# ---- fp_sum_sequencer ----
==> src/rtl/fp_sum_sequencer.sv <==
`default_nettype none
// +----------------------------------------------------------------------------+
// | fp_sum_sequencer: accumulates N floats through one external FloatAdder.    |
// | Rev 1.0 - initial release                                                  |
// +----------------------------------------------------------------------------+
module fp_sum_sequencer #(
    parameter int CNT_W   = 16,
    parameter int TIMEOUT = 64
) (
    input  logic             Clock,
    input  logic             Reset,
    input  logic             Start,
    input  logic [CNT_W-1:0] Count,
    input  logic [31:0]      InData,
    input  logic             InValid,
    output logic             InReady,
    output logic [31:0]      AddOp1,
    output logic [31:0]      AddOp2,
    output logic             AddInputValid,
    input  logic [31:0]      AddResult,
    input  logic             AddResultValid,
    output logic [31:0]      Sum,
    output logic             SumValid,
    output logic             Busy,
    output logic             Error
);

    localparam int TMO_W = $clog2(TIMEOUT + 1);

    typedef enum logic [2:0] {
        S_IDLE  = 3'd0,
        S_FETCH = 3'd1,
        S_ISSUE = 3'd2,
        S_WAIT  = 3'd3,
        S_DONE  = 3'd4
    } state_t;

    state_t             state_q, state_d;
    logic [31:0]        acc_q, acc_d;
    logic [31:0]        op_q, op_d;
    logic [CNT_W-1:0]   rem_q, rem_d;
    logic [TMO_W-1:0]   tmo_q, tmo_d;
    logic               err_q, err_d;

    always_ff @(posedge Clock) begin
        if (Reset) begin
            state_q <= S_IDLE;
            acc_q   <= '0;
            op_q    <= '0;
            rem_q   <= '0;
            tmo_q   <= '0;
            err_q   <= 1'b0;
        end else begin
            state_q <= state_d;
            acc_q   <= acc_d;
            op_q    <= op_d;
            rem_q   <= rem_d;
            tmo_q   <= tmo_d;
            err_q   <= err_d;
        end
    end

    always_comb begin
        state_d = state_q;
        acc_d   = acc_q;
        op_d    = op_q;
        rem_d   = rem_q;
        tmo_d   = tmo_q;
        err_d   = err_q;
        case (state_q)
            S_IDLE: begin
                if (Start) begin
                    acc_d   = '0;
                    rem_d   = Count;
                    err_d   = 1'b0;
                    state_d = (Count != '0) ? S_FETCH : S_DONE;
                end
            end
            S_FETCH: begin
                if (InValid) begin
                    op_d    = InData;
                    rem_d   = rem_q - CNT_W'(1);
                    state_d = S_ISSUE;
                end
            end
            S_ISSUE: begin
                tmo_d   = '0;
                state_d = S_WAIT;
            end
            S_WAIT: begin
                // A result arriving on the final count still wins over the timeout.
                if (AddResultValid) begin
                    acc_d   = AddResult;
                    state_d = (rem_q != '0) ? S_FETCH : S_DONE;
                end else if (tmo_q == TMO_W'(TIMEOUT)) begin
                    err_d   = 1'b1;
                    state_d = S_IDLE;
                end else begin
                    tmo_d = tmo_q + TMO_W'(1);
                end
            end
            S_DONE: begin
                state_d = S_IDLE;
            end
            default: begin
                state_d = S_IDLE;
            end
        endcase
    end

    assign InReady       = (state_q == S_FETCH);
    assign AddInputValid = (state_q == S_ISSUE);
    assign SumValid      = (state_q == S_DONE);
    assign Busy          = (state_q != S_IDLE);
    assign AddOp1        = acc_q;
    assign AddOp2        = op_q;
    assign Sum           = acc_q;
    assign Error         = err_q;

endmodule
`default_nettype wire

==> config.mk <==
export PLATFORM = sky130hd
export DESIGN_NAME = fp_sum_sequencer
export DESIGN_NICKNAME = d
export VERILOG_FILES = /design/src/rtl/fp_sum_sequencer.sv
export SDC_FILE = /design/constraint.sdc
export NUM_CORES = 1
export LEC_CHECK = 0
export ABC_AREA = 1
export CORE_MARGIN = 5
export CORE_UTILIZATION = 46
export CTS_CLUSTER_DIAMETER = 80
export CTS_CLUSTER_SIZE = 10
export DETAILED_ROUTE_END_ITERATION = 7
export GPL_TIMING_DRIVEN = 0
export HOLD_SLACK_MARGIN = 0.03
export PLACE_DENSITY = 0.86
export SLEW_MARGIN = 15
export SYNTH_ARGS = -nofsm -noshare
export SYNTH_HDL_FRONTEND = slang
export SYNTH_SLANG_ARGS = --single-unit
==> constraint.sdc <==
create_clock -name Clock -period 2.6 [get_ports Clock]
set_input_delay 0.26 -clock Clock [delete_from_list [all_inputs] [get_ports Clock]]
set_output_delay 0.26 -clock Clock [all_outputs]
set_load 0.005 [all_outputs]
# ---- uart_tx_cfg ----
===== src/rtl/uart_pkg.sv =====
`timescale 1ns/1ps
`default_nettype none
// ============================================================================
//  Module      : uart_pkg
//  Description : Shared types, parity encodings and baud divisor helper for
//                the UART transmit path.
//  Revision    : 1.0 - initial release
// ============================================================================
package uart_pkg;

  // Transmit frame sequencer states
  typedef enum logic [2:0] {
    ST_IDLE  = 3'd0,
    ST_START = 3'd1,
    ST_DATA  = 3'd2,
    ST_PAR   = 3'd3,
    ST_STOP  = 3'd4
  } tx_state_e;

  // Parity selector encodings
  localparam int PARITY_NONE = 0;
  localparam int PARITY_ODD  = 1;
  localparam int PARITY_EVEN = 2;

  // Clock cycles per line bit (integer division, remainder dropped)
  function automatic int baud_div(input int clk_hz, input int baud);
    return clk_hz / baud;
  endfunction

endpackage
`default_nettype wire


===== src/rtl/uart_baud_gen.sv =====
`timescale 1ns/1ps
`default_nettype none
// ============================================================================
//  Module      : uart_baud_gen
//  Description : Bit-period divisor counter. Counts 0..DIV-1 and flags the
//                last cycle of every line bit; clear holds it at zero.
//  Revision    : 1.0 - initial release
// ============================================================================
module uart_baud_gen #(
  parameter int DIV = 434
) (
  input  logic sclk,
  input  logic reset,
  input  logic clr_i,
  output logic tick_o
);

  localparam int                 c_cnt_w = $clog2(DIV);
  localparam logic [c_cnt_w-1:0] c_last  = c_cnt_w'(DIV - 1);
  localparam logic [c_cnt_w-1:0] c_one   = c_cnt_w'(1);

  logic [c_cnt_w-1:0] cnt_q;
  logic [c_cnt_w-1:0] cnt_d;

  assign tick_o = (cnt_q == c_last);

  // Next count: wrap at end of bit, park at zero while cleared
  always_comb begin
    cnt_d = cnt_q + c_one;
    if (clr_i || tick_o) begin
      cnt_d = '0;
    end
  end

  // Divisor register
  always_ff @(posedge sclk or negedge reset) begin
    if (!reset) begin
      cnt_q <= '0;
    end else begin
      cnt_q <= cnt_d;
    end
  end

endmodule
`default_nettype wire


===== src/rtl/uart_tx_cfg.sv =====
`timescale 1ns/1ps
`default_nettype none
// ============================================================================
//  Module      : uart_tx_cfg
//  Description : Configurable UART transmitter fed from a FIFO with one-cycle
//                read latency. Supports 5..9 data bits, none/odd/even parity
//                and 1 or 2 stop bits, with gapless back-to-back frames.
//  Revision    : 1.0 - initial release
// ============================================================================
module uart_tx_cfg
  import uart_pkg::*;
#(
  parameter int CLK_HZ    = 50_000_000,
  parameter int BAUD      = 115200,
  parameter int DATA_BITS = 8,
  parameter int PARITY    = 0,
  parameter int STOP_BITS = 1
) (
  input  logic                 sclk,
  input  logic                 reset,
  input  logic                 tx_en,
  input  logic                 fifo_empty,
  output logic                 fifo_rd_en,
  input  logic [DATA_BITS-1:0] fifo_rd_data,
  output logic                 RS232_tx,
  output logic                 tx_busy,
  output logic                 tx_done
);

  localparam int         c_baud_div  = baud_div(CLK_HZ, BAUD);
  localparam logic [3:0] c_last_data = 4'(DATA_BITS - 1);
  localparam logic [3:0] c_last_stop = 4'(STOP_BITS - 1);
  localparam logic       c_par_odd   = (PARITY == PARITY_ODD);

  // Reject configurations the datapath cannot represent
  if (DATA_BITS < 5 || DATA_BITS > 9) begin : g_bad_data_bits
    $error("uart_tx_cfg: DATA_BITS must be in 5..9");
  end
  if (PARITY != PARITY_NONE && PARITY != PARITY_ODD && PARITY != PARITY_EVEN) begin : g_bad_parity
    $error("uart_tx_cfg: PARITY must be 0, 1 or 2");
  end
  if (STOP_BITS != 1 && STOP_BITS != 2) begin : g_bad_stop_bits
    $error("uart_tx_cfg: STOP_BITS must be 1 or 2");
  end
  if (c_baud_div < 4) begin : g_bad_baud_div
    $error("uart_tx_cfg: CLK_HZ/BAUD must be at least 4");
  end

  tx_state_e            state_q;
  logic [3:0]           bit_cnt_q;
  logic [DATA_BITS-1:0] shift_q;
  logic                 par_q;
  logic                 ld_q;
  logic                 arm_q;
  logic                 tx_q;
  logic                 busy_q;
  logic                 done_q;

  logic baud_tick;
  logic baud_clr;
  logic last_stop;
  logic fetch;

  assign baud_clr  = (state_q == ST_IDLE);
  assign last_stop = (state_q == ST_STOP) && baud_tick && (bit_cnt_q == c_last_stop);
  // arm_q is cleared asynchronously, so no read strobe can escape during reset
  assign fetch     = arm_q && tx_en && !fifo_empty &&
                     ((state_q == ST_IDLE) || last_stop);

  assign fifo_rd_en = fetch;
  assign RS232_tx   = tx_q;
  assign tx_busy    = busy_q;
  assign tx_done    = done_q;

  uart_baud_gen #(
    .DIV    (c_baud_div)
  ) u_baud_gen (
    .sclk   (sclk),
    .reset  (reset),
    .clr_i  (baud_clr),
    .tick_o (baud_tick)
  );

  // Frame sequencer; FIFO data arrives one cycle after the strobe, i.e.
  // during the first start-bit cycle, so it is latched there
  always_ff @(posedge sclk or negedge reset) begin
    if (!reset) begin
      state_q   <= ST_IDLE;
      bit_cnt_q <= '0;
      shift_q   <= '0;
      par_q     <= 1'b0;
      ld_q      <= 1'b0;
      arm_q     <= 1'b0;
      tx_q      <= 1'b1;
      busy_q    <= 1'b0;
      done_q    <= 1'b0;
    end else begin
      arm_q  <= 1'b1;
      done_q <= 1'b0;
      ld_q   <= fetch;
      if (ld_q) begin
        shift_q <= fifo_rd_data;
        par_q   <= (^fifo_rd_data) ^ c_par_odd;
      end
      case (state_q)
        ST_IDLE: begin
          tx_q   <= 1'b1;
          busy_q <= 1'b0;
          if (fetch) begin
            state_q   <= ST_START;
            tx_q      <= 1'b0;
            busy_q    <= 1'b1;
            bit_cnt_q <= '0;
          end
        end
        ST_START: begin
          if (baud_tick) begin
            state_q   <= ST_DATA;
            tx_q      <= shift_q[0];
            shift_q   <= shift_q >> 1;
            bit_cnt_q <= '0;
          end
        end
        ST_DATA: begin
          if (baud_tick) begin
            if (bit_cnt_q == c_last_data) begin
              bit_cnt_q <= '0;
              if (PARITY != PARITY_NONE) begin
                state_q <= ST_PAR;
                tx_q    <= par_q;
              end else begin
                state_q <= ST_STOP;
                tx_q    <= 1'b1;
              end
            end else begin
              bit_cnt_q <= bit_cnt_q + 4'd1;
              tx_q      <= shift_q[0];
              shift_q   <= shift_q >> 1;
            end
          end
        end
        ST_PAR: begin
          if (baud_tick) begin
            state_q   <= ST_STOP;
            tx_q      <= 1'b1;
            bit_cnt_q <= '0;
          end
        end
        ST_STOP: begin
          if (baud_tick) begin
            if (bit_cnt_q == c_last_stop) begin
              done_q    <= 1'b1;
              bit_cnt_q <= '0;
              if (fetch) begin
                state_q <= ST_START;
                tx_q    <= 1'b0;
              end else begin
                state_q <= ST_IDLE;
                busy_q  <= 1'b0;
              end
            end else begin
              bit_cnt_q <= bit_cnt_q + 4'd1;
            end
          end
        end
        default: begin
          state_q <= ST_IDLE;
          tx_q    <= 1'b1;
          busy_q  <= 1'b0;
        end
      endcase
    end
  end

endmodule
`default_nettype wire


===== config.mk =====
export PLATFORM = sky130hd
export DESIGN_NAME = uart_tx_cfg
export DESIGN_NICKNAME = d
export VERILOG_FILES = /design/src/rtl/uart_pkg.sv /design/src/rtl/uart_baud_gen.sv /design/src/rtl/uart_tx_cfg.sv
export SDC_FILE = /design/constraint.sdc
export NUM_CORES = 1
export LEC_CHECK = 0
export ABC_AREA = 0
export CORE_MARGIN = 2
export CORE_UTILIZATION = 45
export CTS_CLUSTER_DIAMETER = 40
export DETAILED_ROUTE_END_ITERATION = 7
export HOLD_SLACK_MARGIN = 0.03
export PLACE_DENSITY = 0.73
export SETUP_SLACK_MARGIN = 0.15
export SKIP_CTS_REPAIR_TIMING = 1
export SYNTH_ARGS = -nofsm -noshare
export SYNTH_HDL_FRONTEND = slang
export SYNTH_SLANG_ARGS = --single-unit
export TNS_END_PERCENT = 100

===== constraint.sdc =====
create_clock -name sclk -period 4.9 [get_ports sclk]
set_input_delay 0.49 -clock sclk [delete_from_list [all_inputs] [get_ports sclk]]
set_output_delay 0.49 -clock sclk [all_outputs]
set_load 0.1 [all_outputs]

# ---- edge_cfg_pipe ----
$ cat config.mk
export PLATFORM = sky130hd
export DESIGN_NAME = edge_cfg_pipe
export DESIGN_NICKNAME = d
export VERILOG_FILES = /design/src/rtl/edge_pipe_pkg.sv /design/src/rtl/dff_dual_edge.sv /design/src/rtl/edge_cfg_pipe.sv
export SDC_FILE = /design/constraint.sdc
export NUM_CORES = 1
export LEC_CHECK = 0
export CAP_MARGIN = 15
export CORE_MARGIN = 1.5
export CORE_UTILIZATION = 30
export CTS_CLUSTER_DIAMETER = 50
export DETAILED_ROUTE_END_ITERATION = 8
export SLEW_MARGIN = 20
export SYNTH_ARGS = -nofsm -noshare
export SYNTH_HDL_FRONTEND = slang
export SYNTH_HIERARCHICAL = 1
export SYNTH_SLANG_ARGS = --single-unit
export TNS_END_PERCENT = 20
$ cat constraint.sdc
create_clock -name i_clk -period 1 [get_ports i_clk]
set_clock_uncertainty 0.05 [all_clocks]
set_input_delay 0.15 -clock i_clk [delete_from_list [all_inputs] [get_ports i_clk]]
set_output_delay 0.15 -clock i_clk [all_outputs]
set_load 0.01 [all_outputs]
$ cat src/rtl/edge_pipe_pkg.sv
// Shared definitions for the configurable-edge register pipeline:
// capture-edge mode codes and the valid-bit population count behind o_occ.
`timescale 1ns/1ps
package edge_pipe_pkg;

    localparam int EDGE_POS  = 0;
    localparam int EDGE_NEG  = 1;
    localparam int EDGE_DUAL = 2;

    // Widest valid vector popcount accepts; pipelines deeper than this are rejected.
    localparam int POP_W = 256;

    function automatic int popcount(input logic [POP_W-1:0] bits);
        int count;
        count = 0;
        for (int i = 0; i < POP_W; i++) begin
            count += int'(bits[i]);
        end
        return count;
    endfunction

endpackage

$ cat src/rtl/dff_dual_edge.sv
// XOR-encoded dual-edge register: captures on both clock edges, using only plain
// single-edge flops, and with no clock in the data path.
`timescale 1ns/1ps
module dff_dual_edge #(
    parameter int WIDTH = 1
) (
    input  logic             i_clk,
    input  logic             i_rst,
    input  logic             i_en,
    input  logic [WIDTH-1:0] i_d,
    output logic [WIDTH-1:0] o_q
);

    logic [WIDTH-1:0] pe;
    logic [WIDTH-1:0] ne;

    // Each half stores d XOR the other half, so pe ^ ne equals the most recent capture.
    always_ff @(posedge i_clk or posedge i_rst) begin
        if (i_rst) begin
            pe <= '0;
        end else if (i_en) begin
            pe <= i_d ^ ne;
        end
    end

    always_ff @(negedge i_clk or posedge i_rst) begin
        if (i_rst) begin
            ne <= '0;
        end else if (i_en) begin
            ne <= i_d ^ pe;
        end
    end

    assign o_q = pe ^ ne;

endmodule

$ cat src/rtl/edge_cfg_pipe.sv
// DEPTH-stage {valid,data} register pipeline that captures on the rising edge,
// the falling edge or both, with a global enable and a live count of valid stages.
`timescale 1ns/1ps
module edge_cfg_pipe
    import edge_pipe_pkg::*;
#(
    parameter int WIDTH     = 8,
    parameter int DEPTH     = 3,
    parameter int EDGE_MODE = 0
) (
    input  logic                       i_clk,
    input  logic                       i_rst,
    input  logic                       i_en,
    input  logic                       i_vld,
    input  logic [WIDTH-1:0]           i_d,
    output logic [WIDTH-1:0]           o_q,
    output logic                       o_vld,
    output logic [$clog2(DEPTH+1)-1:0] o_occ
);

    localparam int OCC_W = $clog2(DEPTH + 1);

    logic [DEPTH-1:0] stage_vld;

    if (WIDTH < 1) begin : g_bad_width
        $error("edge_cfg_pipe: WIDTH must be >= 1 (got %0d)", WIDTH);
    end
    if (DEPTH < 1 || DEPTH > POP_W) begin : g_bad_depth
        $error("edge_cfg_pipe: DEPTH must be in 1..%0d (got %0d)", POP_W, DEPTH);
    end
    if (EDGE_MODE < EDGE_POS || EDGE_MODE > EDGE_DUAL) begin : g_bad_mode
        $error("edge_cfg_pipe: EDGE_MODE must be 0, 1 or 2 (got %0d)", EDGE_MODE);
    end

    for (genvar k = 0; k < DEPTH; k++) begin : g_stage
        logic [WIDTH:0] d;
        logic [WIDTH:0] q;

        if (k == 0) begin : g_head
            assign d = {i_vld, i_d};
        end else begin : g_link
            assign d = g_stage[k-1].q;
        end

        // Invalid entries still shift, so stages hold defined data after any sequence.
        if (EDGE_MODE == EDGE_DUAL) begin : g_dual
            dff_dual_edge #(
                .WIDTH(WIDTH + 1)
            ) u_reg (
                .i_clk(i_clk),
                .i_rst(i_rst),
                .i_en (i_en),
                .i_d  (d),
                .o_q  (q)
            );
        end else if (EDGE_MODE == EDGE_NEG) begin : g_neg
            always_ff @(negedge i_clk or posedge i_rst) begin
                if (i_rst) begin
                    q <= '0;
                end else if (i_en) begin
                    q <= d;
                end
            end
        end else begin : g_pos
            always_ff @(posedge i_clk or posedge i_rst) begin
                if (i_rst) begin
                    q <= '0;
                end else if (i_en) begin
                    q <= d;
                end
            end
        end

        assign stage_vld[k] = q[WIDTH];
    end

    assign o_q   = g_stage[DEPTH-1].q[WIDTH-1:0];
    assign o_vld = g_stage[DEPTH-1].q[WIDTH];
    assign o_occ = OCC_W'(popcount(POP_W'(stage_vld)));

endmodule

==> uart_tx_cfg/cell_classes.png <==
(8 px per um)
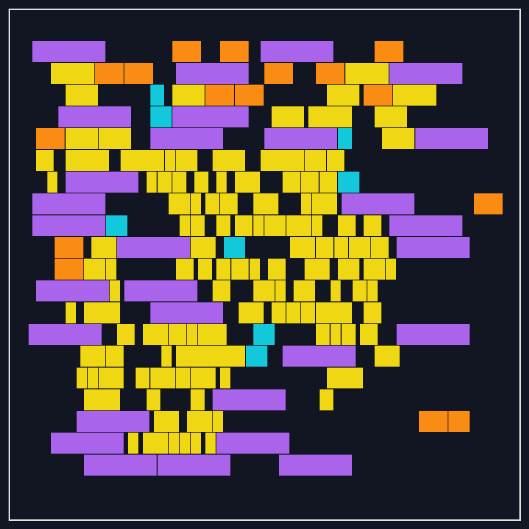
legend:
  other buffers and delay cells:
    color: orange
    cells: 16
  clock drivers and dummy loads:
    color: cyan
    cells: 8
  flip-flops:
    color: purple
    cells: 29
  all other logic:
    color: yellow
    cells: 119

==> uart_tx_cfg/met3.png <==
(4 px per um) Cells faint in the background.
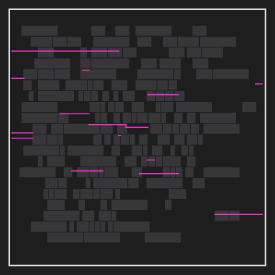
share of all routed wire: 3.6%
nets with wire on the layer: 10
longest straight run: 26.7 um
wire length on this layer: 105 um

==> results.py, uart_tx_cfg <==
# Metrics from the implementation run
metrics = {
    "die": {
        "dieArea_um2": 4060,
        "coreArea_um2": 3390,
        "initCoreUtil": 0.473,
        "die_w_um": 63.7,
    },
    "min_path": {
        "hold_end": "shift_q[1]",
        "min_delay_path_depth": 1,
    },
    "global_route": {
        "busiest_layer": "met2",
        "grt-ovfl-total": 0,
        "grt_max_degree": 30,
        "met1_usage": 0.226,
    },
    "route": {
        "via_per_inst": 5.45,
        "ant_nets": 0,
        "drt_first_pass_iters": 4,
        "drt-wirelength-per-cell_um": 13.5,
        "drt_iter0_drc": 57,
        "dr_wl_met2_mm": 1.39,
        "routed-wl-met3_um": 104,
    },
    "layout": {
        "final_util": 0.547,
        "final_cell_mix": "dfrtp_1, nor2_1, clkdlybuf4s50_1",
        "regMostFlops": "u_baud_gen.cnt_q",
        "inverters_excl_clock": 8,
        "area_growth_pct": 15.7,
        "largest_register_ffs": 9,
        "nets": 187,
        "n_clock_buffer": 5,
        "comb_area_um2": 827,
        "register_area_um2": 727,
        "seq_share": 0.392,
        "largestRegisters": "u_baud_gen.cnt_q: 9 flops, shift_q: 8 flops, bit_cnt_q: 4 flops",
        "final-nonclk-buf-share": 0.0850,
    },
    "power": {
        "comb_cell_power_uw": 232,
        "power_uw": 723,
        "power_density_nw_per_um2": 390,
        "power_frac_comb": 0.320,
    },
    "placement": {
        "place_ws_ps": 1740,
        "place_inst": 210,
    },
    "cts": {
        "htree_levels": 2,
        "cts_tree": "done",
    },
    "logic_synthesis": {
        "yosysWarningCount": 0,
        "synth_area_leader_cell": "dfrtp_1",
        "synthTopLogicFamily": "simple AND/OR/NAND/NOR gates",
        "yosysMostFrequentCell": "dfrtp_1",
        "yosysCellCount": 151,
        "ys_ff": 29,
        "synth_area_um2": 1600,
        "edf_count": 0,
        "synthCells": 151,
        "synth.area.top_cells": "dfrtp_1, mux2_4, mux2_2, nor2_1, ha_1",
        "aoi_share": 0.107,
        "ff_type": "dfrtp_1",
    },
    "critical_path": {
        "cp.arrival_ps": 2980,
        "required_ps": 4410,
        "r2r_end": "shift_q[4]",
        "critPathMaxFanout": 5,
    },
    "run_status": {
        "status": "finished, final reports clean",
    },
    "flow_run": {
        "warning_count": 28,
        "maxCapViolations": 0,
    },
    "final_timing": {
        "hold_viol_final": 0,
        "grt_setup_unrepaired": "false",
    },
}
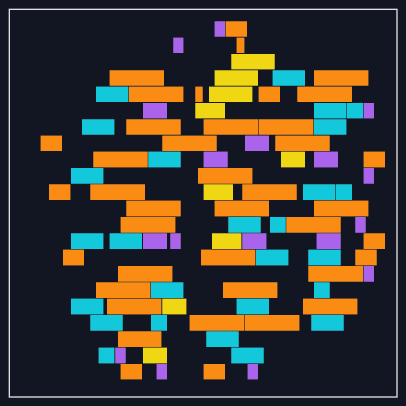
(edge_cfg_pipe/drive_strength.png)
(6 px per um)
legend:
  drive 1 or less:
    color: orange
    cells: 40
    share: 43%
    most_used: dfrtp_1
  drive 6 and up:
    color: yellow
    cells: 9
    share: 9.8%
  drive 2:
    color: purple
    cells: 17
    share: 18%
    most_used: buf_2
  drive 3 to 4:
    color: cyan
    cells: 26
    share: 28%
    most_used: mux2_4

==> results.py, edge_cfg_pipe <==
# Metrics from the implementation run
metrics = {
    "global_route": {
        "grtUsageTotal": 0.0923,
        "grt_use_met2": 0.155,
    },
    "critical_path": {
        "r2r_start": "g_stage[0].q[8]",
    },
    "route": {
        "drt-met1-wl_um": 719,
        "vias": 582,
    },
    "layout": {
        "n_all_buffers": 32,
        "area_dominant_class": "registers",
        "n_clock_buffer": 4,
        "diodes": 0,
        "largest_register_ffs": 27,
        "design_area_um2": 1470,
    },
    "run_status": {
        "violations": "negative setup slack",
        "status": "complete, but fails checks",
    },
    "final_timing": {
        "whs_ps": 160,
        "setup_viol": 3,
        "tightest_slew_ps": 143,
        "layout_setup_ws_ps": -518,
    },
    "logic_synthesis": {
        "fp_nets": 72,
        "ys_sh_adder": 0.0177,
        "ys_types": 7,
        "synth_area_leader_cell": "dfrtp_1",
    },
    "die": {
        "initCoreUtil": 0.311,
    },
    "power": {
        "comb_cell_power_uw": 624,
        "swShare": 0.232,
        "clock_power_uw": 579,
        "power_density_nw_per_um2": 1730,
    },
    "cts": {
        "cts_tree": "done",
    },
    "placement": {
        "io_buffers": 22,
    },
}
==> fp_sum_sequencer/final_placement.png <==
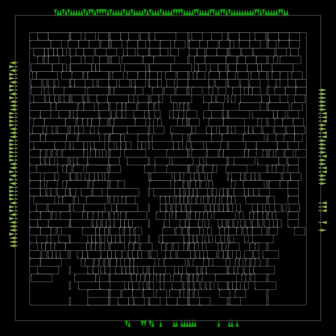
final non-filler cell total: 908
Core ar.: 9200 um2

==> fp_sum_sequencer/registers.png <==
(4 px per um)
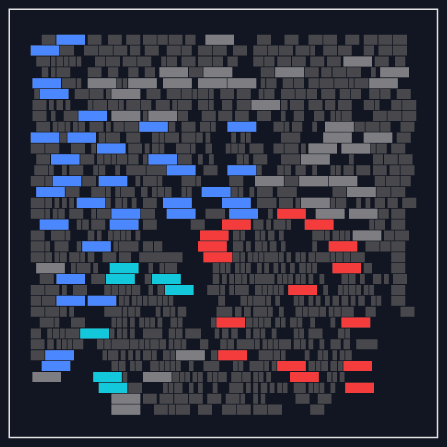
legend:
  AddOp2:
    color: blue
    placed_flops: 32
  tmo_q:
    color: cyan
    placed_flops: 7
  rem_q:
    color: red
    placed_flops: 16

==> results.py, fp_sum_sequencer <==
# Metrics from the implementation run
metrics = {
    "critical_path": {
        "crit_type": "reg -> out",
        "crit_path_end_kind": "output port",
        "endpoint": "InReady",
        "r2r_start": "state_q[0]",
        "start_kind": "register",
        "critPathSlowestCell": "clkdlybuf4s50_1",
    },
    "flow_run": {
        "warning_count": 27,
        "maxCapViolations": 0,
    },
    "layout": {
        "clock_cell_area_share": 0.0321,
        "layout_top_cell": "clkdlybuf4s50_1",
        "comb_share": 0.295,
        "seq_share": 0.280,
        "final.fill_count": 776,
        "drive_above_1_share": 0.110,
        "area_growth_pct": 51.1,
        "comb_area_um2": 1920,
        "design_area_um2": 6500,
        "final_cell_mix": "clkdlybuf4s50_1, nand2_1, dfxtp_1",
        "inverters_excl_clock": 46,
        "n_clock_buffer": 10,
        "final_util": 0.707,
    },
    "die": {
        "rows": 35,
        "die_w_um": 107,
        "die_h_um": 107,
        "initCoreUtil": 0.468,
    },
    "cts": {
        "postCtsSetupRepairBufs": 0,
        "clock_sinks": 91,
        "clock_latency_ps": 350,
    },
    "final_timing": {
        "fin_crit_ps": 2260,
        "whs_ps": 458,
        "tightest_slew_ps": 548,
        "final.setup_skew_ps": 11.0,
        "relSlewSlack": 0.634,
    },
    "logic_synthesis": {
        "yosys_area_um2": 4300,
        "ys_ff": 91,
        "yosysCellCount": 596,
        "ys_types": 32,
        "synthArstFlopShare": 0,
        "synthCells": 596,
        "synth_area_um2": 4300,
        "synth_seq_share": 0.424,
    },
    "power": {
        "swShare": 0.384,
        "netSwitchingPower_mw": 1.77,
        "power_mw": 4.61,
        "vdd_drop_max_mv": 0.404,
        "power_frac_comb": 0.409,
        "clock_power_mw": 1.02,
    },
    "min_path": {
        "min_delay_path_depth": 3,
    },
    "placement": {
        "place_ws_ps": 667,
        "gp_congestion": 0.955,
        "place_inst": 892,
    },
    "global_route": {
        "grt_use_met2": 0.412,
    },
    "run_status": {
        "status": "finished, final reports clean",
    },
    "route": {
        "drt-met1-wl_mm": 5.21,
    },
}

# ---- hazard_stall_ctrl ----
==> hazard_stall_ctrl/drive_strength.png <==
(6 px per um)
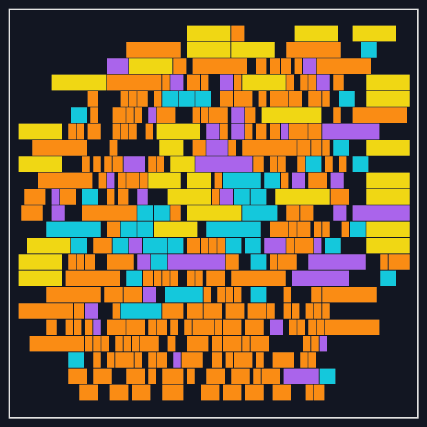

===== src/rtl/hazard_stall_ctrl.sv =====
// rtl/hazard_stall_ctrl.sv - load-use / mul-div hazard detection with stall-cycle counter
module hazard_stall_ctrl #(
    parameter int RA_W     = 5,
    parameter int LOAD_LAT = 2,
    parameter int MD_LAT   = 4,
    parameter int CNT_W    = 16
) (
    input  logic             clk,
    input  logic             rst,
    input  logic             id_valid,
    input  logic [RA_W-1:0]  id_rs,
    input  logic             id_use_rs,
    input  logic [RA_W-1:0]  id_rt,
    input  logic             id_use_rt,
    input  logic             id_is_md,
    input  logic             ex_valid,
    input  logic             ex_memread,
    input  logic [RA_W-1:0]  ex_dest,
    input  logic             ex_md_start,
    input  logic             flush,
    output logic             stall,
    output logic             bubble_ex,
    output logic             md_busy,
    output logic [CNT_W-1:0] stall_cnt
);

    // Loads older than EX that still block a consumer; at least one slot so the types stay legal.
    localparam int QN = (LOAD_LAT > 2) ? LOAD_LAT - 2 : 1;
    // md_cnt must hold MD_LAT-1.
    localparam int MW = (MD_LAT > 1) ? $clog2(MD_LAT) : 1;
    localparam logic [MW:0] MD_TWO = 2;

    logic          ex_load;
    logic          ex_md;
    logic          q_hit;
    logic          ld_hit;
    logic          md_hit;
    logic          md_ge2;
    logic [MW-1:0] md_cnt;
    logic [RA_W-1:0] md_dest;

    // A source matches d only if it is actually read and is not the hardwired zero register.
    function automatic logic src_hit(input logic use_s, input logic [RA_W-1:0] s,
                                     input logic [RA_W-1:0] d);
        return use_s && (s != '0) && (s == d);
    endfunction

    assign ex_load = ex_valid & ex_memread;
    assign ex_md   = ex_valid & ex_md_start;
    assign md_ge2  = ({1'b0, md_cnt} >= MD_TWO);

    generate
        if (LOAD_LAT > 2) begin : g_q
            logic [QN-1:0]   q_valid;
            logic [RA_W-1:0] q_dest [QN];

            // Age loads by one slot every cycle, stalled or not.
            always_ff @(posedge clk or posedge rst) begin
                if (rst) begin
                    q_valid <= '0;
                    for (int k = 0; k < QN; k++) q_dest[k] <= '0;
                end else begin
                    q_valid[0] <= ex_load;
                    q_dest[0]  <= ex_dest;
                    for (int k = 1; k < QN; k++) begin
                        q_valid[k] <= q_valid[k-1];
                        q_dest[k]  <= q_dest[k-1];
                    end
                end
            end

            // Any still-young older load writing a register the ID instruction reads.
            always_comb begin
                q_hit = 1'b0;
                for (int k = 0; k < QN; k++) begin
                    if (q_valid[k] && (src_hit(id_use_rs, id_rs, q_dest[k]) ||
                                       src_hit(id_use_rt, id_rt, q_dest[k])))
                        q_hit = 1'b1;
                end
            end
        end else begin : g_noq
            assign q_hit = 1'b0;
        end
    endgenerate

    // Load hazard against the load currently in EX plus the queued ones.
    always_comb begin
        ld_hit = q_hit;
        if ((LOAD_LAT >= 2) && ex_load &&
            (src_hit(id_use_rs, id_rs, ex_dest) || src_hit(id_use_rt, id_rt, ex_dest)))
            ld_hit = 1'b1;
    end

    // Mul/div hazard: data dependence on the running or starting op, or a second md op (structural).
    always_comb begin
        md_hit = 1'b0;
        if (md_ge2 && (id_is_md || src_hit(id_use_rs, id_rs, md_dest) ||
                       src_hit(id_use_rt, id_rt, md_dest)))
            md_hit = 1'b1;
        if ((MD_LAT >= 2) && ex_md && (id_is_md || src_hit(id_use_rs, id_rs, ex_dest) ||
                                       src_hit(id_use_rt, id_rt, ex_dest)))
            md_hit = 1'b1;
    end

    assign stall     = id_valid & ~flush & (ld_hit | md_hit);
    assign bubble_ex = stall;
    assign md_busy   = (md_cnt != '0) | ex_md;

    // Mul/div occupancy countdown; a new start restarts it with its own destination.
    always_ff @(posedge clk or posedge rst) begin
        if (rst) begin
            md_cnt  <= '0;
            md_dest <= '0;
        end else if (ex_md) begin
            md_cnt  <= MW'(MD_LAT - 1);
            md_dest <= ex_dest;
        end else if (md_cnt != '0) begin
            md_cnt  <= md_cnt - MW'(1);
        end
    end

    // Saturating count of stalled cycles.
    always_ff @(posedge clk or posedge rst) begin
        if (rst) begin
            stall_cnt <= '0;
        end else if (stall && (stall_cnt != '1)) begin
            stall_cnt <= stall_cnt + CNT_W'(1);
        end
    end

endmodule


===== config.mk =====
export PLATFORM = sky130hd
export DESIGN_NAME = hazard_stall_ctrl
export DESIGN_NICKNAME = d
export VERILOG_FILES = /design/src/rtl/hazard_stall_ctrl.sv
export SDC_FILE = /design/constraint.sdc
export NUM_CORES = 1
export LEC_CHECK = 0
export ABC_AREA = 1
export CAP_MARGIN = 15
export CORE_UTILIZATION = 40
export CTS_BUF_LIST = sky130_fd_sc_hd__clkbuf_16
export CTS_CLUSTER_SIZE = 24
export DETAILED_ROUTE_END_ITERATION = 8
export PLACE_DENSITY = 0.7
export SYNTH_ARGS = -nofsm -noshare
export SYNTH_HDL_FRONTEND = slang
export SYNTH_SLANG_ARGS = --single-unit
export TNS_END_PERCENT = 50

===== constraint.sdc =====
create_clock -name clk -period 1.59 [get_ports clk]
set_input_delay 0.318 -clock clk [delete_from_list [all_inputs] [get_ports clk]]
set_output_delay 0.318 -clock clk [all_outputs]
set_load 0.05 [all_outputs]

# ---- count_wrap_monitor ----
==> src/rtl/count_mon_pkg.sv <==
// Shared types and helpers for the count wrap monitor.
// The optional build macro RESTART_CLR_EN lives in count_wrap_monitor.sv.
package count_mon_pkg;

  localparam int CNT_W_DEF  = 4;
  localparam int WRAP_W_DEF = 8;

  typedef enum logic [1:0] {
    ST_IDLE  = 2'd0,
    ST_TRACK = 2'd1,
    ST_FAULT = 2'd2
  } state_t;

  typedef enum logic [2:0] {
    CLS_STALL   = 3'd0,
    CLS_STEP    = 3'd1,
    CLS_WRAP    = 3'd2,
    CLS_RESTART = 3'd3,
    CLS_FAULT   = 3'd4
  } trans_class_t;

  // Largest value representable on a w-bit count bus.
  function automatic int unsigned max_of(input int unsigned w);
    return (32'd1 << w) - 32'd1;
  endfunction

endpackage

==> src/rtl/count_step_classifier.sv <==
// Combinational classifier of one count transition (prev -> curr).
module count_step_classifier
  import count_mon_pkg::*;
#(
  parameter int CNT_W = CNT_W_DEF
) (
  input  logic [CNT_W-1:0] prev,
  input  logic [CNT_W-1:0] curr,
  output trans_class_t     cls
);

  localparam logic [CNT_W-1:0] MAX  = CNT_W'(max_of(CNT_W));
  localparam logic [CNT_W-1:0] ZERO = '0;
  localparam logic [CNT_W-1:0] ONE  = CNT_W'(1);

  // Priority order matters: an upstream held in reset (0 -> 0) is a stall,
  // and MAX -> 0 is a wrap before it could be mistaken for a restart.
  always_comb begin
    cls = CLS_FAULT;
    if (curr == prev)
      cls = CLS_STALL;
    else if (prev == MAX && curr == ZERO)
      cls = CLS_WRAP;
    else if (prev != MAX && curr == prev + ONE)
      cls = CLS_STEP;
    else if (curr == ZERO && prev != ZERO && prev != MAX)
      cls = CLS_RESTART;
  end

endmodule

==> src/rtl/count_wrap_monitor.sv <==
// Monitor for an upstream counter: counts wraps, flags restarts and
// latches the first illegal transition. All outputs are registered.
// Build option: RESTART_CLR_EN -- a restart also clears wraps and wraps_ovf.
//
// state    | meaning
// ---------+------------------------------------------------------------
// ST_IDLE  | first cycle after reset, capture count as reference only
// ST_TRACK | classify every transition against the previous sample
// ST_FAULT | illegal jump seen, everything frozen until rst
module count_wrap_monitor
  import count_mon_pkg::*;
#(
  parameter int CNT_W  = CNT_W_DEF,
  parameter int WRAP_W = WRAP_W_DEF
) (
  input  logic              clk,
  input  logic              rst,
  input  logic [CNT_W-1:0]  count,
  output logic [WRAP_W-1:0] wraps,
  output logic              wraps_ovf,
  output logic              wrap_pulse,
  output logic              restart_pulse,
  output logic              fault,
  output logic [CNT_W-1:0]  fault_prev,
  output logic [CNT_W-1:0]  fault_curr
);

  localparam logic [WRAP_W-1:0] WRAP_ONE = WRAP_W'(1);

  state_t           state;
  logic [CNT_W-1:0] prev;
  trans_class_t     cls;

  count_step_classifier #(.CNT_W(CNT_W)) u_classifier (
    .prev (prev),
    .curr (count),
    .cls  (cls)
  );

  // FSM, reference sample, wrap accumulator and all output registers.
  always_ff @(posedge clk) begin
    if (rst) begin
      state         <= ST_IDLE;
      prev          <= '0;
      wraps         <= '0;
      wraps_ovf     <= 1'b0;
      wrap_pulse    <= 1'b0;
      restart_pulse <= 1'b0;
      fault         <= 1'b0;
      fault_prev    <= '0;
      fault_curr    <= '0;
    end else begin
      wrap_pulse    <= 1'b0;
      restart_pulse <= 1'b0;
      case (state)
        ST_IDLE: begin
          prev  <= count;
          state <= ST_TRACK;
        end
        ST_TRACK: begin
          prev <= count;
          case (cls)
            CLS_WRAP: begin
              wraps      <= wraps + WRAP_ONE;
              wrap_pulse <= 1'b1;
              if (&wraps)
                wraps_ovf <= 1'b1;
            end
            CLS_RESTART: begin
              restart_pulse <= 1'b1;
`ifdef RESTART_CLR_EN
              wraps         <= '0;
              wraps_ovf     <= 1'b0;
`endif
            end
            CLS_FAULT: begin
              fault      <= 1'b1;
              fault_prev <= prev;
              fault_curr <= count;
              state      <= ST_FAULT;
            end
            default: ;
          endcase
        end
        ST_FAULT: ;
        default: state <= ST_IDLE;
      endcase
    end
  end

endmodule

==> config.mk <==
export PLATFORM = sky130hd
export DESIGN_NAME = count_wrap_monitor
export DESIGN_NICKNAME = d
export VERILOG_FILES = /design/src/rtl/count_mon_pkg.sv /design/src/rtl/count_step_classifier.sv /design/src/rtl/count_wrap_monitor.sv
export SDC_FILE = /design/constraint.sdc
export NUM_CORES = 1
export LEC_CHECK = 0
export CAP_MARGIN = 20
export CORE_UTILIZATION = 40
export CTS_BUF_LIST = sky130_fd_sc_hd__clkbuf_4 sky130_fd_sc_hd__clkbuf_8
export DETAILED_ROUTE_END_ITERATION = 8
export GPL_ROUTABILITY_DRIVEN = 0
export GPL_TIMING_DRIVEN = 0
export MAX_ROUTING_LAYER = met4
export PLACE_DENSITY_LB_ADDON = 0.12
export SLEW_MARGIN = 20
export SYNTH_ARGS = -nofsm -noshare
export SYNTH_HDL_FRONTEND = slang
export SYNTH_HIERARCHICAL = 1
export SYNTH_SLANG_ARGS = --single-unit
==> constraint.sdc <==
create_clock -name clk -period 2.25 [get_ports clk]
set_input_delay 0.45 -clock clk [delete_from_list [all_inputs] [get_ports clk]]
set_output_delay 0.45 -clock clk [all_outputs]
set_load 0.01 [all_outputs]
# ---- regs_wb_arbiter ----
`config.mk`:
```
export PLATFORM = sky130hd
export DESIGN_NAME = regs_wb_arbiter
export DESIGN_NICKNAME = d
export VERILOG_FILES = /design/src/rtl/regs_wb_arbiter.sv
export SDC_FILE = /design/constraint.sdc
export NUM_CORES = 1
export LEC_CHECK = 0
export CORE_UTILIZATION = 30
export DETAILED_ROUTE_END_ITERATION = 10
export PLACE_DENSITY_LB_ADDON = 0.05
export SYNTH_ARGS = -nofsm -noshare
export SYNTH_HDL_FRONTEND = slang
export SYNTH_SLANG_ARGS = --single-unit
```
`constraint.sdc`:
```
create_clock -name clk -period 2.2 [get_ports clk]
set_input_delay 0.44 -clock clk [delete_from_list [all_inputs] [get_ports clk]]
set_output_delay 0.44 -clock clk [all_outputs]
set_load 0.03 [all_outputs]
```
`src/rtl/regs_wb_arbiter.sv`:
```
// Register-file write-port arbiter (pipe over long unit) with a pending-write scoreboard for long-unit destinations.
// Optional starvation guard for the long unit is enabled by defining STARVE_GUARD_EN.
module regs_wb_arbiter #(
  parameter int STARVE_LIMIT = 4
) (
  input  logic        clk,
  input  logic        rst,
  input  logic        pipe_valid,
  input  logic [4:0]  pipe_rd,
  input  logic [31:0] pipe_data,
  output logic        pipe_ready,
  input  logic        lu_valid,
  input  logic [4:0]  lu_rd,
  input  logic [31:0] lu_data,
  output logic        lu_ready,
  input  logic        lu_issue_en,
  input  logic [4:0]  lu_issue_rd,
  input  logic [4:0]  r_addr1,
  input  logic [4:0]  r_addr2,
  output logic        hz1,
  output logic        hz2,
  output logic        w_regs_en,
  output logic [4:0]  w_regs_addr,
  output logic [31:0] w_regs_data
);

  logic        lu_force;
  logic        pipe_acc;
  logic        lu_acc;
  logic        commit_lu;
  logic        w_en_q;
  logic [4:0]  w_addr_q;
  logic [31:0] w_data_q;
  logic        src_lu_q;
  logic [31:0] pend_q;
  logic [31:0] pend_d;

  assign pipe_ready = !lu_force;
  assign lu_ready   = lu_force | !pipe_valid;
  assign pipe_acc   = pipe_valid & pipe_ready;
  assign lu_acc     = lu_valid & lu_ready;

`ifdef STARVE_GUARD_EN
  logic [3:0] starve_q;
  logic [3:0] starve_d;

  assign lu_force = (starve_q == 4'(STARVE_LIMIT));

  always_comb begin
    starve_d = starve_q;
    if (!lu_valid || lu_acc) starve_d = 4'd0;
    else if (!lu_force)      starve_d = starve_q + 4'd1;
  end

  always_ff @(posedge clk) begin
    if (!rst) starve_q <= 4'd0;
    else      starve_q <= starve_d;
  end
`else
  assign lu_force = 1'b0;
  wire unused_starve_limit = ^STARVE_LIMIT;
`endif

  // The write leaving the output register this cycle retires a long-unit op.
  assign commit_lu = w_en_q & src_lu_q;

  always_comb begin
    pend_d = pend_q;
    if (commit_lu) pend_d[w_addr_q] = 1'b0;
    if (lu_issue_en) pend_d[lu_issue_rd] = 1'b1;
    pend_d[0] = 1'b0;
  end

  always_ff @(posedge clk) begin
    if (!rst) begin
      w_en_q   <= 1'b0;
      w_addr_q <= 5'd0;
      w_data_q <= 32'd0;
      src_lu_q <= 1'b0;
      pend_q   <= 32'd0;
    end else begin
      pend_q <= pend_d;
      if (pipe_acc) begin
        w_en_q   <= (pipe_rd != 5'd0);
        w_addr_q <= pipe_rd;
        w_data_q <= pipe_data;
        src_lu_q <= 1'b0;
      end else if (lu_acc) begin
        w_en_q   <= (lu_rd != 5'd0);
        w_addr_q <= lu_rd;
        w_data_q <= lu_data;
        src_lu_q <= 1'b1;
      end else begin
        w_en_q <= 1'b0;
      end
    end
  end

  // Committing register is readable through the file's write-through path.
  assign hz1 = pend_q[r_addr1] & !(commit_lu && (w_addr_q == r_addr1));
  assign hz2 = pend_q[r_addr2] & !(commit_lu && (w_addr_q == r_addr2));

  assign w_regs_en   = w_en_q;
  assign w_regs_addr = w_addr_q;
  assign w_regs_data = w_data_q;

endmodule
```
==> count_wrap_monitor/met3.png <==
(4 px per um) Cells faint in the background.
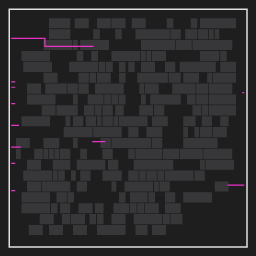
longest straight run: 12.0 um
nets with wire on the layer: 10

==> count_wrap_monitor/drive_strength.png <==
(6 px per um)
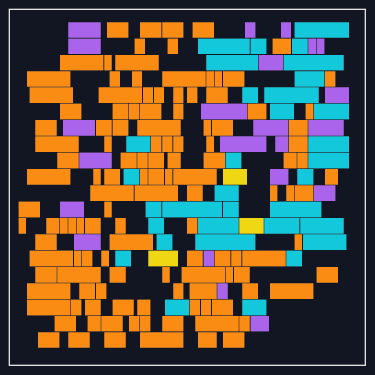
legend:
  drive 1 or less:
    color: orange
    cells: 126
    share: 68%
    most_used: dfxtp_1
  drive 3 to 4:
    color: cyan
    cells: 33
    share: 18%
    most_used: buf_4
  drive 6 and up:
    color: yellow
    cells: 3
    share: 1.6%
    most_used: buf_6
  drive 2:
    color: purple
    cells: 22
    share: 12%
    most_used: a2bb2oi_2

==> results.py, count_wrap_monitor <==
# Metrics from the implementation run
metrics = {
    "final_timing": {
        "layout_setup_ws_ps": -60.0,
        "max_freq_mhz": 433,
        "finalSetupTns_ps": -247,
        "final.setup_skew_ps": 4.80,
        "hold_viol_final": 0,
        "setup_viol": 8,
    },
    "route": {
        "dr_wl_met2_mm": 1.64,
        "dr.max_layer_used": "met4",
        "drt_iter0_drc": 44,
        "routed-wl-met3_um": 36,
        "drc": 0,
        "drt-wirelength-per-cell_um": 14.5,
        "drt_first_pass_iters": 4,
        "via_per_inst": 5.40,
    },
    "die": {
        "dieArea_um2": 3490,
        "die_w_um": 59.1,
        "num_tap_cells": 44,
    },
    "power": {
        "power_mw": 1.22,
        "power_frac_comb": 0.351,
        "vdd_drop_max_mv": 0.497,
        "maxPowerGroup": "registers",
        "p_int_uw": 838,
        "seqPwrFrac": 0.455,
        "power.leakage_nw": 0.685,
    },
    "logic_synthesis": {
        "aoi_share": 0.206,
        "ys_types": 41,
        "yosysCellCount": 144,
        "synthCells": 144,
        "ys_sh_adder": 0.0288,
        "simple_gate_area_frac": 0.253,
        "edf_count": 0,
        "avgSynthCellArea_um2": 9.05,
        "ys_ff": 26,
        "yosysWarningCount": 6,
        "synthTopLogicFamily": "simple AND/OR/NAND/NOR gates",
        "yosys_area_um2": 1300,
    },
    "layout": {
        "final_cell_mix": "dfxtp_1, clkdlybuf4s50_1, a21oi_1",
        "fin_cells": 228,
        "num-multi-input-gates": 108,
        "area_growth_pct": 50.6,
        "inverters_excl_clock": 5,
    },
    "placement": {
        "place_inst": 212,
        "place_ws_ps": -751,
    },
    "cts": {
        "cts_tree": "done",
        "clock_latency_ps": 310,
        "clock_sinks": 26,
        "clkTransAtPathRegs_ps": 140,
    },
    "critical_path": {
        "crit_path_max_incr_delay_ps": 560,
        "endpoint": "wraps[5]",
        "crit_path_end_kind": "register",
        "critPathMaxFanout": 5,
        "cp_top_family": "simple AND/OR/NAND/NOR gates",
        "crit_type": "in -> reg",
        "path_buffers": 2,
        "r2r_cells": 9,
    },
    "flow_run": {
        "warning_count": 30,
    },
    "min_path": {
        "hold_path.class": "in -> reg",
        "min_delay_path_depth": 3,
        "hold_end": "prev[2]",
    },
    "run_status": {
        "status": "complete, but fails checks",
        "violations": "negative setup slack",
    },
    "global_route": {
        "grt_use_met2": 0.364,
        "met1_usage": 0.280,
        "busiest_layer": "met2",
        "grt_max_degree": 15,
    },
}
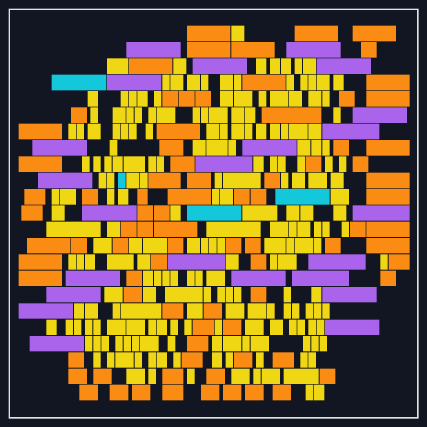
(hazard_stall_ctrl/cell_classes.png)
(6 px per um)
legend:
  other buffers and delay cells:
    color: orange
    cells: 83
  clock drivers and dummy loads:
    color: cyan
    cells: 4
  flip-flops:
    color: purple
    cells: 23
  all other logic:
    color: yellow
    cells: 214

==> hazard_stall_ctrl/final_placement.png <==
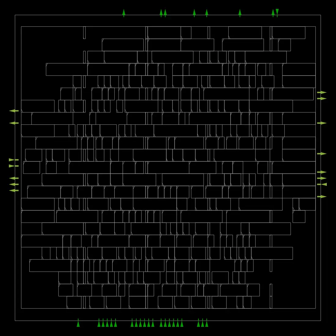
Finished Core Util: 0.711
flip-flops: 23
Core ar.: 4090 um2
fillers: 318
cell row count: 23

## Picture notes: hazard_stall_ctrl/drive_strength.png
legend:
  drive 2:
    color: purple
    cells: 37
    share: 11%
    most_used: nand2_2
  drive 1 or less:
    color: orange
    cells: 219
    share: 68%
    most_used: nand2_1
  drive 3 to 4:
    color: cyan
    cells: 38
    share: 12%
    most_used: buf_4
  drive 6 and up:
    color: yellow
    cells: 30
    share: 9.3%
    most_used: buf_12

==> results.py, hazard_stall_ctrl <==
# Metrics from the implementation run
metrics = {
    "run_status": {
        "status": "complete, but fails checks",
        "violations": "negative setup slack",
    },
    "placement": {
        "place_area_um2": 2660,
        "place_ws_ps": -549,
    },
    "logic_synthesis": {
        "synth_area_leader_cell": "dfrtp_1",
        "ys_types": 27,
        "aoi_share": 0.0274,
        "fp_nets": 272,
        "avgSynthCellArea_um2": 7.11,
        "ys_sh_mux": 0,
        "synthCells": 244,
        "yosysMostFrequentCell": "nand2_1",
        "synth_area_um2": 1730,
        "synth-xor-area-share": 0.131,
        "yosysCellCount": 244,
    },
    "critical_path": {
        "r2r_end": "stall_cnt[6]",
        "crit_type": "in -> out",
        "crit_start": "ex_dest[4]",
        "crit_chain": "dlygate4sd2_1, xor2_1, nor2_1, nand3_1, nand3_1, nand2_2, a21boi_4, buf_12",
        "critPathSlowestCell": "dlygate4sd2_1",
        "cp_top_family": "simple AND/OR/NAND/NOR gates",
        "crit_path_max_incr_delay_ps": 280,
        "cp.arrival_ps": 1710,
        "cpMostUsedCell": "nand3_1",
    },
    "cts": {
        "cts_tree": "done",
        "postCtsResizedCells": 26,
        "clock_sinks": 23,
    },
    "final_timing": {
        "grt_setup_unrepaired": "true",
        "whs_ps": 404,
        "max_freq_mhz": 493,
        "final.setup_skew_ps": 2.44,
        "layout_setup_ws_ps": -440,
        "fin_crit_ps": 2030,
        "finalSetupTns_ps": -5130,
        "setup_viol": 18,
    },
    "power": {
        "vdd_drop_max_mv": 0.710,
        "powerSeq_uw": 784,
        "swShare": 0.360,
        "power.leakage_nw": 1.38,
        "clock_power_uw": 553,
        "comb_cell_power_mw": 1.48,
    },
    "flow_run": {
        "warning_count": 30,
        "maxCapViolations": 0,
    },
    "layout": {
        "n_clock_buffer": 3,
        "comb_area_um2": 1090,
        "final-nonclk-buf-share": 0.336,
        "largestRegisters": "stall_cnt: 16 flops, md_dest: 5 flops, md_cnt: 2 flops",
        "fin_cells": 374,
        "comb_share": 0.376,
        "layout_top_cell": "nand2_1",
        "register_area_um2": 583,
        "diodes": 0,
    },
    "global_route": {
        "grt_pass1_wl_mm": 8.41,
        "busiest_layer": "met2",
        "use_met3": 0.0500,
        "grt_use_met2": 0.412,
        "first_global_vias": 1894,
    },
    "min_path": {
        "hold_path.class": "in -> async",
    },
    "route": {
        "drt-met1-wl_mm": 2.20,
        "drt_first_pass_iters": 4,
    },
    "die": {
        "initCoreUtil": 0.424,
    },
}
==> regs_wb_arbiter/met3.png <==
(2 px per um) Cells faint in the background.
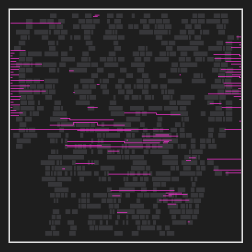
wire length on this layer: 837 um
share of all routed wire: 6.6%
main direction: horizontal
nets with wire on the layer: 78

==> regs_wb_arbiter/final_placement.png <==
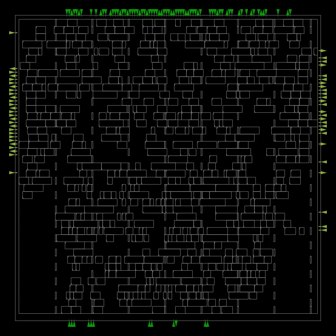
cell row count: 41
fillers: 1239
final non-filler cell total: 745
num tapcells: 172
Core ar.: 12600 um2

==> results.py, regs_wb_arbiter <==
# Metrics from the implementation run
metrics = {
    "run_status": {
        "status": "complete, but fails checks",
        "violations": "negative setup slack",
    },
    "die": {
        "die_h_um": 116,
        "dieArea_um2": 13400,
    },
    "layout": {
        "area_dominant_class": "logic gates",
        "comb_share": 0.390,
    },
    "critical_path": {
        "crit_path_max_incr_delay_ps": 330,
        "crit_type": "in -> out",
        "cp.arrival_ps": 1920,
        "endpoint": "hz2",
        "critPathSlowestCell": "mux4_2",
        "r2r_setup_slack_ps": 730,
    },
    "route": {
        "drt-wirelength-per-cell_um": 17.0,
        "ant_nets": 0,
        "dr.max_layer_used": "met4",
        "dr_wl_met2_mm": 5.78,
    },
    "logic_synthesis": {
        "synthTopLogicFamily": "AND-OR/OR-AND gates",
        "aoi_share": 0.233,
    },
    "global_route": {
        "busiest_layer": "met2",
    },
    "cts": {
        "cts_tree": "done",
        "clock_sinks": 70,
    },
    "final_timing": {
        "max_freq_mhz": 424,
        "layout_setup_ws_ps": -157,
        "setup_viol": 2,
        "grt_setup_unrepaired": "true",
        "relSlewSlack": 0.653,
    },
    "placement": {
        "io_buffers": 134,
        "dp_hpwl_mm": 9.24,
    },
    "power": {
        "power.leakage_nw": 2.63,
        "vdd_drop_max_mv": 0.318,
    },
    "min_path": {
        "hold_path.class": "reg -> reg",
    },
    "flow_run": {
        "warning_count": 28,
    },
}

==> gallery <==
Register map, names as in the netlist.
Plate I
(6 px per um)
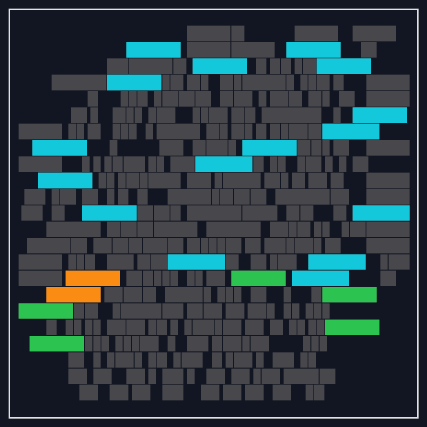
Plate II
(3 px per um)
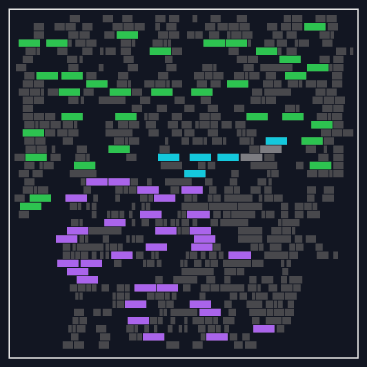
Plate III
(6 px per um)
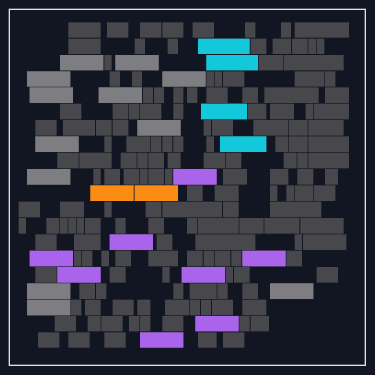
- hazard_stall_ctrl = Plate I
- regs_wb_arbiter = Plate II
- count_wrap_monitor = Plate III
The one with the most sequential cells is Plate II.

Key to Plate II:
legend:
  pend_q:
    color: purple
    placed_flops: 31
  w_regs_addr:
    color: cyan
    placed_flops: 5
    where: center
  w_regs_data:
    color: green
    placed_flops: 32
not colored: 2



==> notes/layouts.md <==
Pictures saved along the way, in no particular order.

Placement view.
panel A
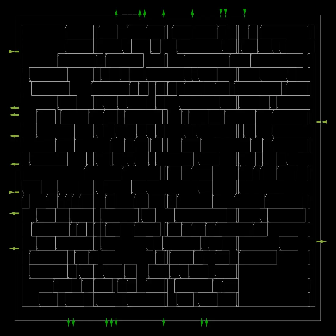
panel B
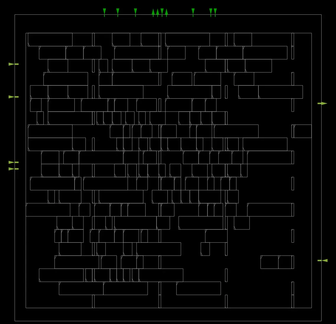
panel C
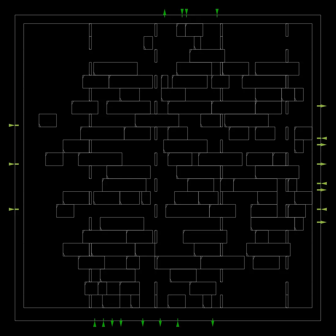
For edge_cfg_pipe, see panel C.
For count_wrap_monitor, see panel A.
For uart_tx_cfg, see panel B.
Of these, highest utilization: panel A
Of these, fewest cells: panel C

Power figures rest on the tool's default switching activity, not on a simulated workload.
